=== uart_tx_arbiter ===
<file path="src/rtl/uart_tx_arbiter.sv">
// ============================================================================
//  Module   : uart_tx_arbiter
//  Purpose  : Round-robin, per-byte arbiter with per-requester lock in front
//             of the shared UART transmitter byte interface.
//  Revision : 1.0  initial release
// ============================================================================
`default_nettype none

module uart_tx_arbiter #(
  parameter int NUM_REQ = 2
) (
  input  logic                   clk_i,
  input  logic                   rst_i,
  input  logic [NUM_REQ-1:0]     stb_i,
  input  logic [8*NUM_REQ-1:0]   data_i,
  input  logic [NUM_REQ-1:0]     lock_i,
  output logic [NUM_REQ-1:0]     ack_o,
  output logic [NUM_REQ-1:0]     grant_o,
  output logic                   busy_o,
  output logic                   stb_o,
  output logic [7:0]             data_o,
  input  logic                   ack_i
);

  localparam int                 IW       = $clog2(NUM_REQ);
  localparam logic [NUM_REQ-1:0] ONE_HOT0 = NUM_REQ'(1);

  typedef enum logic [1:0] {
    ARB_IDLE = 2'd0,
    ARB_WAIT = 2'd1,
    ARB_LOCK = 2'd2
  } state_t;

  state_t               state_q, state_d;
  logic [IW-1:0]        last_q, last_d;
  logic [IW-1:0]        owner_q, owner_d;
  logic [NUM_REQ-1:0]   grant_q, grant_d;
  logic [NUM_REQ-1:0]   ack_q, ack_d;
  logic                 stb_q, stb_d;
  logic [7:0]           data_q, data_d;

  logic [NUM_REQ-1:0]   elig;
  logic                 pick_valid;
  logic [IW-1:0]        pick_idx;
  logic [IW-1:0]        cand;
  logic                 issue;
  logic [IW-1:0]        issue_idx;

  // A request seen in its own ack cycle is stale; masking it prevents a resend.
  assign elig = stb_i & ~ack_q;

  always_comb begin
    pick_valid = 1'b0;
    pick_idx   = '0;
    cand       = '0;
    for (int i = 1; i <= NUM_REQ; i++) begin
      cand = IW'((int'(last_q) + i) % NUM_REQ);
      if (!pick_valid && elig[cand]) begin
        pick_valid = 1'b1;
        pick_idx   = cand;
      end
    end
  end

  always_comb begin
    state_d   = state_q;
    last_d    = last_q;
    owner_d   = owner_q;
    grant_d   = grant_q;
    ack_d     = '0;
    stb_d     = 1'b0;
    data_d    = data_q;
    issue     = 1'b0;
    issue_idx = owner_q;

    case (state_q)
      ARB_IDLE: begin
        grant_d = '0;
        if (pick_valid) begin
          issue     = 1'b1;
          issue_idx = pick_idx;
        end
      end
      ARB_WAIT: begin
        if (ack_i) begin
          ack_d[owner_q] = 1'b1;
          last_d         = owner_q;
          if (lock_i[owner_q]) begin
            state_d = ARB_LOCK;
          end else begin
            state_d = ARB_IDLE;
            grant_d = '0;
          end
        end
      end
      ARB_LOCK: begin
        // Owner's pending byte wins over its lock release in the same cycle.
        if (elig[owner_q]) begin
          issue     = 1'b1;
          issue_idx = owner_q;
        end else if (!lock_i[owner_q]) begin
          state_d = ARB_IDLE;
          grant_d = '0;
        end
      end
      default: begin
        state_d = ARB_IDLE;
        grant_d = '0;
      end
    endcase

    if (issue) begin
      data_d  = data_i[8*issue_idx +: 8];
      stb_d   = 1'b1;
      grant_d = ONE_HOT0 << issue_idx;
      owner_d = issue_idx;
      state_d = ARB_WAIT;
    end
  end

  always_ff @(posedge clk_i or posedge rst_i) begin
    if (rst_i) begin
      state_q <= ARB_IDLE;
      last_q  <= IW'(NUM_REQ - 1);
      owner_q <= '0;
      grant_q <= '0;
      ack_q   <= '0;
      stb_q   <= 1'b0;
      data_q  <= 8'h00;
    end else begin
      state_q <= state_d;
      last_q  <= last_d;
      owner_q <= owner_d;
      grant_q <= grant_d;
      ack_q   <= ack_d;
      stb_q   <= stb_d;
      data_q  <= data_d;
    end
  end

  assign ack_o   = ack_q;
  assign grant_o = grant_q;
  assign busy_o  = (state_q != ARB_IDLE);
  assign stb_o   = stb_q;
  assign data_o  = data_q;

endmodule

`default_nettype wire
</file>
<file path="config.mk">
export PLATFORM = sky130hd
export DESIGN_NAME = uart_tx_arbiter
export DESIGN_NICKNAME = d
export VERILOG_FILES = /design/src/rtl/uart_tx_arbiter.sv
export SDC_FILE = /design/constraint.sdc
export NUM_CORES = 1
export LEC_CHECK = 0
export CORE_MARGIN = 4
export CORE_UTILIZATION = 25
export CTS_CLUSTER_SIZE = 30
export DETAILED_ROUTE_END_ITERATION = 10
export PLACE_DENSITY = 0.6
export SYNTH_ARGS = -nofsm -noshare
export SYNTH_HDL_FRONTEND = slang
export SYNTH_SLANG_ARGS = --single-unit
</file>
<file path="constraint.sdc">
create_clock -name clk_i -period 2.62 [get_ports clk_i]
set_clock_uncertainty 0.1 [all_clocks]
set_input_delay 0.262 -clock clk_i [delete_from_list [all_inputs] [get_ports clk_i]]
set_output_delay 0.262 -clock clk_i [all_outputs]
set_load 0.02 [all_outputs]
</file>
=== score_keeper ===
[src/rtl/score_keeper.sv]
// score_keeper
// Turns the collision checker's Score pulse and Over level into the visible
// game score: a saturating 3-digit BCD score, a high-score register, a freeze
// of the score on game over, and three active-low 7-segment digits that
// blink while the game is over.
//
// Ports:
//   clk       system clock, rising edge
//   RST       asynchronous active-high reset (clears high score too)
//   Restart   synchronous new-game request (keeps high score)
//   Score     score event; only its rising edge counts
//   Over      game-over level
//   showHigh  1 = display high score, 0 = display current score
//   count     current score, packed BCD {hundreds, tens, ones}
//   high      high score, packed BCD
//   newHigh   the last game set a new high score
//   dead      FSM is in DEAD
//   HEX0..2   ones/tens/hundreds digits, active-low, bit order gfedcba
module score_keeper #(
   parameter int BLINK_DIV = 8192
) (
   input  logic        clk,
   input  logic        RST,
   input  logic        Restart,
   input  logic        Score,
   input  logic        Over,
   input  logic        showHigh,
   output logic [11:0] count,
   output logic [11:0] high,
   output logic        newHigh,
   output logic        dead,
   output logic [6:0]  HEX0,
   output logic [6:0]  HEX1,
   output logic [6:0]  HEX2
);

   localparam int CW = $clog2(BLINK_DIV);
   localparam logic [CW-1:0] BLINK_LAST = CW'(BLINK_DIV - 1);

   localparam logic [0:0] PLAY = 1'b0;
   localparam logic [0:0] DEAD = 1'b1;

   localparam logic [6:0] SEG_OFF = 7'b1111111;

   logic [0:0]    state_reg, state_next;
   logic [11:0]   count_reg, count_next;
   logic [11:0]   high_reg, high_next;
   logic          new_high_reg, new_high_next;
   logic          score_prev_reg;
   logic [CW-1:0] blink_cnt_reg, blink_cnt_next;
   logic          blank_reg, blank_next;   // 1 = blank half of the blink

   logic          score_edge;
   logic [11:0]   count_inc;

   assign score_edge = Score & ~score_prev_reg;

   // BCD increment with ripple carry; holds at 999.
   always_comb begin
      count_inc = count_reg;
      if (count_reg == 12'h999) begin
         count_inc = count_reg;
      end else if (count_reg[3:0] != 4'd9) begin
         count_inc = {count_reg[11:4], count_reg[3:0] + 4'd1};
      end else if (count_reg[7:4] != 4'd9) begin
         count_inc = {count_reg[11:8], count_reg[7:4] + 4'd1, 4'd0};
      end else begin
         count_inc = {count_reg[11:8] + 4'd1, 8'h00};
      end
   end

   always_comb begin
      state_next     = state_reg;
      count_next     = count_reg;
      high_next      = high_reg;
      new_high_next  = new_high_reg;
      blink_cnt_next = blink_cnt_reg;
      blank_next     = blank_reg;
      case (state_reg)
         PLAY: begin
            if (Restart) begin
               count_next    = 12'h000;
               new_high_next = 1'b0;
            end else if (Over) begin
               // A score edge in this same cycle is dropped on purpose.
               state_next     = DEAD;
               blink_cnt_next = '0;
               blank_next     = 1'b0;
               // Packed BCD orders correctly as an unsigned binary value.
               if (count_reg > high_reg) begin
                  high_next     = count_reg;
                  new_high_next = 1'b1;
               end
            end else if (score_edge) begin
               count_next = count_inc;
            end
         end
         DEAD: begin
            if (Restart) begin
               count_next     = 12'h000;
               new_high_next  = 1'b0;
               state_next     = PLAY;
               blink_cnt_next = '0;
               blank_next     = 1'b0;
            end else if (blink_cnt_reg == BLINK_LAST) begin
               blink_cnt_next = '0;
               blank_next     = ~blank_reg;
            end else begin
               blink_cnt_next = blink_cnt_reg + 1'b1;
            end
         end
         default: begin
            state_next = PLAY;
         end
      endcase
   end

   always_ff @(posedge clk or posedge RST) begin
      if (RST) begin
         state_reg      <= PLAY;
         count_reg      <= 12'h000;
         high_reg       <= 12'h000;
         new_high_reg   <= 1'b0;
         score_prev_reg <= 1'b0;
         blink_cnt_reg  <= '0;
         blank_reg      <= 1'b0;
      end else begin
         state_reg      <= state_next;
         count_reg      <= count_next;
         high_reg       <= high_next;
         new_high_reg   <= new_high_next;
         score_prev_reg <= Score;
         blink_cnt_reg  <= blink_cnt_next;
         blank_reg      <= blank_next;
      end
   end

   assign count   = count_reg;
   assign high    = high_reg;
   assign newHigh = new_high_reg;
   assign dead    = (state_reg == DEAD);

   // ---------------------------------------------------------------
   // Display path: purely combinational from registers and showHigh.
   // ---------------------------------------------------------------
   function automatic logic [6:0] seg_of(input logic [3:0] d);
      case (d)
         4'd0:    seg_of = 7'b1000000;
         4'd1:    seg_of = 7'b1111001;
         4'd2:    seg_of = 7'b0100100;
         4'd3:    seg_of = 7'b0110000;
         4'd4:    seg_of = 7'b0011001;
         4'd5:    seg_of = 7'b0010010;
         4'd6:    seg_of = 7'b0000010;
         4'd7:    seg_of = 7'b1111000;
         4'd8:    seg_of = 7'b0000000;
         4'd9:    seg_of = 7'b0010000;
         default: seg_of = SEG_OFF;
      endcase
   endfunction

   logic [2:0][3:0] digit;
   logic [2:0][6:0] seg;
   logic            blanked;

   assign digit   = showHigh ? high_reg : count_reg;
   assign blanked = (state_reg == DEAD) && blank_reg;

   generate
      for (genvar gi = 0; gi < 3; gi++) begin : g_seg
         assign seg[gi] = seg_of(digit[gi]);
      end
   endgenerate

   // Leading-zero blanking on hundreds and tens; ones always shown.
   assign HEX2 = (blanked || digit[2] == 4'd0) ? SEG_OFF : seg[2];
   assign HEX1 = (blanked || (digit[2] == 4'd0 && digit[1] == 4'd0)) ? SEG_OFF : seg[1];
   assign HEX0 = blanked ? SEG_OFF : seg[0];

endmodule

[config.mk]
export PLATFORM = sky130hd
export DESIGN_NAME = score_keeper
export DESIGN_NICKNAME = d
export VERILOG_FILES = /design/src/rtl/score_keeper.sv
export SDC_FILE = /design/constraint.sdc
export NUM_CORES = 1
export LEC_CHECK = 0
export ABC_AREA = 1
export CAP_MARGIN = 5
export CELL_PAD_IN_SITES_DETAIL_PLACEMENT = 1
export CELL_PAD_IN_SITES_GLOBAL_PLACEMENT = 2
export CORE_MARGIN = 8
export CORE_UTILIZATION = 32
export DETAILED_ROUTE_END_ITERATION = 8
export PLACE_DENSITY_LB_ADDON = 0.1
export SLEW_MARGIN = 20
export SYNTH_ARGS = -nofsm -noshare
export SYNTH_HDL_FRONTEND = slang
export SYNTH_SLANG_ARGS = --single-unit
[constraint.sdc]
create_clock -name clk -period 6.1 [get_ports clk]
set_input_delay 1.83 -clock clk [delete_from_list [all_inputs] [get_ports clk]]
set_output_delay 1.83 -clock clk [all_outputs]
set_load 0.005 [all_outputs]

==> screenshots <==
Sequential cells grouped by signal name.
Scale bar: 20 um. Other sequential cells in the stronger grey, the rest of the logic in the fainter grey.
picture 1
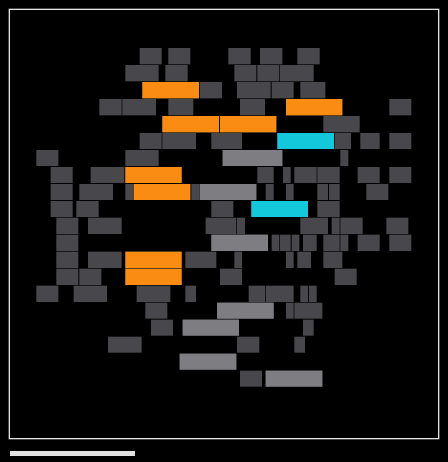
picture 2
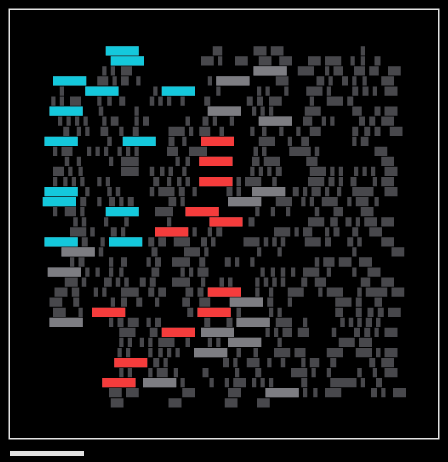
| from | picture |
|---|---|
| score_keeper | picture 2 |
| uart_tx_arbiter | picture 1 |
The one with the most cells is picture 2.

Key to picture 1:
ack_o: in cyan, placed flops 2. data_o: in orange, placed flops 8.
Another 7 sequential cells are not coloured.

==> uart_tx_arbiter/gate_families.png <==
Scale bar: 20 um.
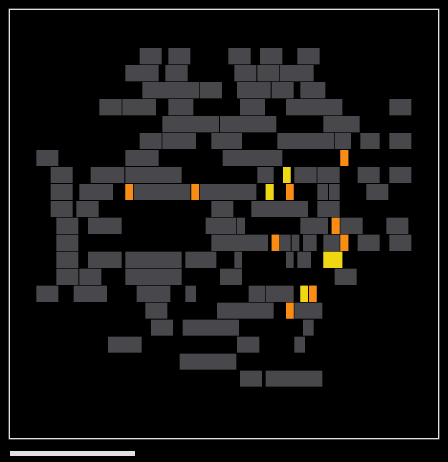
NOR gates: in yellow, cells 4, most used nor2_1. inverters: in orange, cells 9, most used inv_1.

==> flow_summary.ini, uart_tx_arbiter <==
; synthesis and place-and-route metrics
[sta]
finalCriticalPeriod_ns = 2.344
setup_tns_ns = 0
maxSlewViolCount = 0

[floorplan]
die_w_um = 68.61
rows = 21
core_util_floorplan_pct = 26.68
io-pin-count = 37
core_um2 = 3442

[detailed_routing]
remaining_drc_errors = 0
viasPerCell = 4.209

[critical_path]
critPathLaunchType = flop
crit_buf_inv = 1
reg2regPathDepth = 6
cp_cell_sequence = inv_1 -> ha_1 -> and3b_2 -> o32a_1 -> mux2_4 -> mux2_4
crit-reg2reg-launch = state_q[1]
critical_path.max_fanout = 10

[placement]
gp_congestion = 0.7380
pre_cts_ws_ns = 0.2492
port_buffers = 36
dp_cells = 154
dp_hpwl_um = 1606

[clocking]
cts.clk_slew.worst_paths_ns = 0.06
clk_latency_ns = 0.25
htree_levels = 1
clock_path_buffers = 2
cts_root_buf = clkbuf_8
cts_resized = 0
cts_tree = yes

[grt]
grt_pass1_wl_um = 3215

[power_and_ir_drop]
power_w = 0.001713
leakage_nw = 0.6288

[job]
log.warning_count = 28

[hold_path]
hp-class = in -> async

[final_layout]
mi_logic_area_um2 = 446.7
seq_area_um2 = 426.7
instances_no_fill = 158
lay_top_count = clkdlybuf4s50_1
diodes = 0
finalNetCount = 139

[synth]
postSynthSeqShare_pct = 46.46
ys_area_um2 = 918.4
synth.distinct_cells = 22
ys_warn_count = 0
syn-cell-area_um2 = 918.4

[run_status]
run_status = finished clean
uart_tx_arbiter: worst paths after layout:
check,endpoint,slack [ns]
hold reg to reg,ack_o[0],0.40
setup / recovery,data_o[5],0.28
hold / removal,data_o[6],0.32
setup reg to reg,data_o[5],0.28
max in group asynchronous,state_q[1],1.69
min in group clk_i,ack_o[0],0.40
uart_tx_arbiter: flip-flops by register name (all words and copies together) (netlist names):
name,count
last_q,1
data_o,8
state_q,2
stb_o,1
ack_o,2
owner_q,1
grant_o,2
uart_tx_arbiter: cells by family after synthesis:
kind of cell	share of synthesized area, %
and+or+nand+nor	8.310
DFF	46.46
buffers and inverters	5.722
muxes	28.20
adders and majority gates	4.088
AOI/OAI and AO/OA	7.220
uart_tx_arbiter: power breakdown:
group          leakage (nW)  switching [W]  internal [W]
clock network        0.0255      0.0000841      0.000105
logic                 0.397       0.000473      0.000576
registers             0.206      0.0000768      0.000398
uart_tx_arbiter: final cells by class:
| cell class | instances | share of cell area, % |
|---|---|---|
| tap | 46 | 4.174 |
| multi-input combinational | 45 | 32.40 |
| sequential | 17 | 30.94 |
| clock inverter | 1 | 0.3630 |
| clock buffer | 3 | 2.995 |
| inverter | 9 | 2.450 |
| timing repair buffer | 37 | 26.68 |
==> score_keeper/metal_stack.png <==
Scale bar: 20 um.
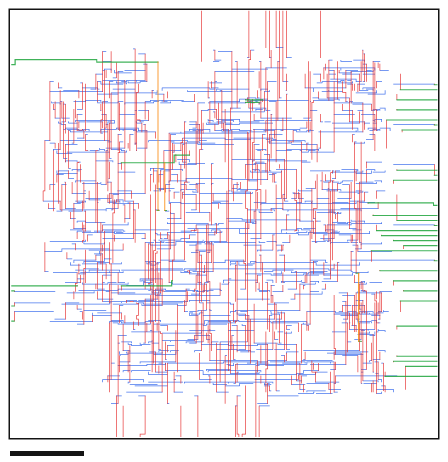
met3: in green, wire length 407 um. met1: in blue, wire length 3860 um. met4: in orange, wire length 71.4 um. met2: in red, wire length 3950 um.

==> flow_summary.ini, score_keeper <==
; synthesis and place-and-route metrics
[sta]
hold_viol = 0

[clocking]
clock_path_buffers = 2
cts_tree = yes

[synth]
synthTopCellsByCount = nand2_1, inv_1, nand3_1
top_cell_area_share_pct = 32.22
postSynthSeqShare_pct = 32.22
edf_count = 0
syn_inst = 448

[final_layout]
fin_util_pct = 40.74
area_growth_pct = 24.48
diodes = 0

[critical_path]
path_depth = 10

[grt]
grt_util_met2_pct = 22.67
grt_use_total_pct = 12.77

[run_status]
run_status = finished clean

[power_and_ir_drop]
peakVddDrop_uv = 80.77

[placement]
dp_cells = 629
==> score_keeper: worst reg2reg max path: stages, from the launching register on <==
cell     delay [ns]
dfrtp_1        0.52
ha_1           0.39
nand4_1        0.13
nor2_1         0.14
nand2_1        0.07
nand3_1        0.39
nand2_1        0.47
nand2_1        0.19
nand2_1        0.07
==> score_keeper: layout make-up <==
type | count | area [um^2]
clock buffers | 7 | 96.34
clock inverters | 1 | 5.005
fillers | 1270 | 5766
inverters | 69 | 259.0
multi-input cells | 331 | 1856
flip-flops and latches | 41 | 1026
well taps | 133 | 166.4
repair buffers | 55 | 555.5
==> score_keeper: cells in the final DEF, fill, tap and decap left out, types with 7 or more instances in the layout <==
cell type        netlist  final
clkbuf_8               0      7
o21ai_0               20     19
clkdlybuf4s50_1        0     52
nand3_1               42     42
dfrtp_1               41     41
nor2_1                39     39
a21oi_1                8      8
inv_2                  7      7
inv_1                 62     62
o21ai_2                7      7
ha_1                  34     34
xnor2_1                7      7
nand2_1              131    131
==> score_keeper: repair_timing <==
item                                   CTS  global route
endpoints found under the hold margin    0             0
gates resized                            0             1
setup buffers                            0             0
setup endpoints to repair                0             5


==> layout pictures side by side <==
Cell classes on the final placement.
Scale bar: 20 um. Fill, decap, tap and diode cells in grey.
image #1
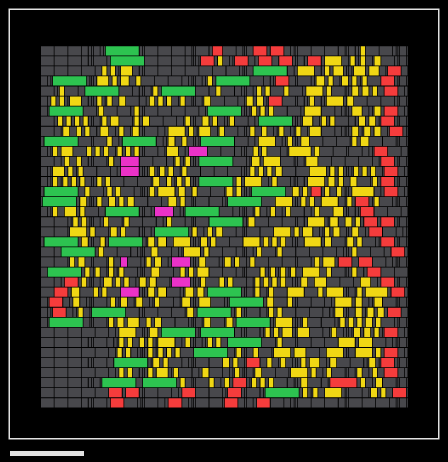
image #2
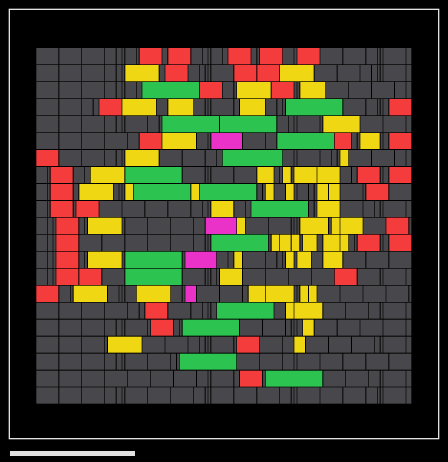
Image #2 comes from uart_tx_arbiter.
Image #1 comes from score_keeper.
The one with the largest die is image #1.
The one with the most cells is image #1.

Key to image #2:
other buffers and delay cells: in red, cells 37. clock drivers and dummy loads: in magenta, cells 4. flip-flops: in green, cells 17. all other logic: in yellow, cells 54.

Power is estimated from default activity; no workload was simulated.
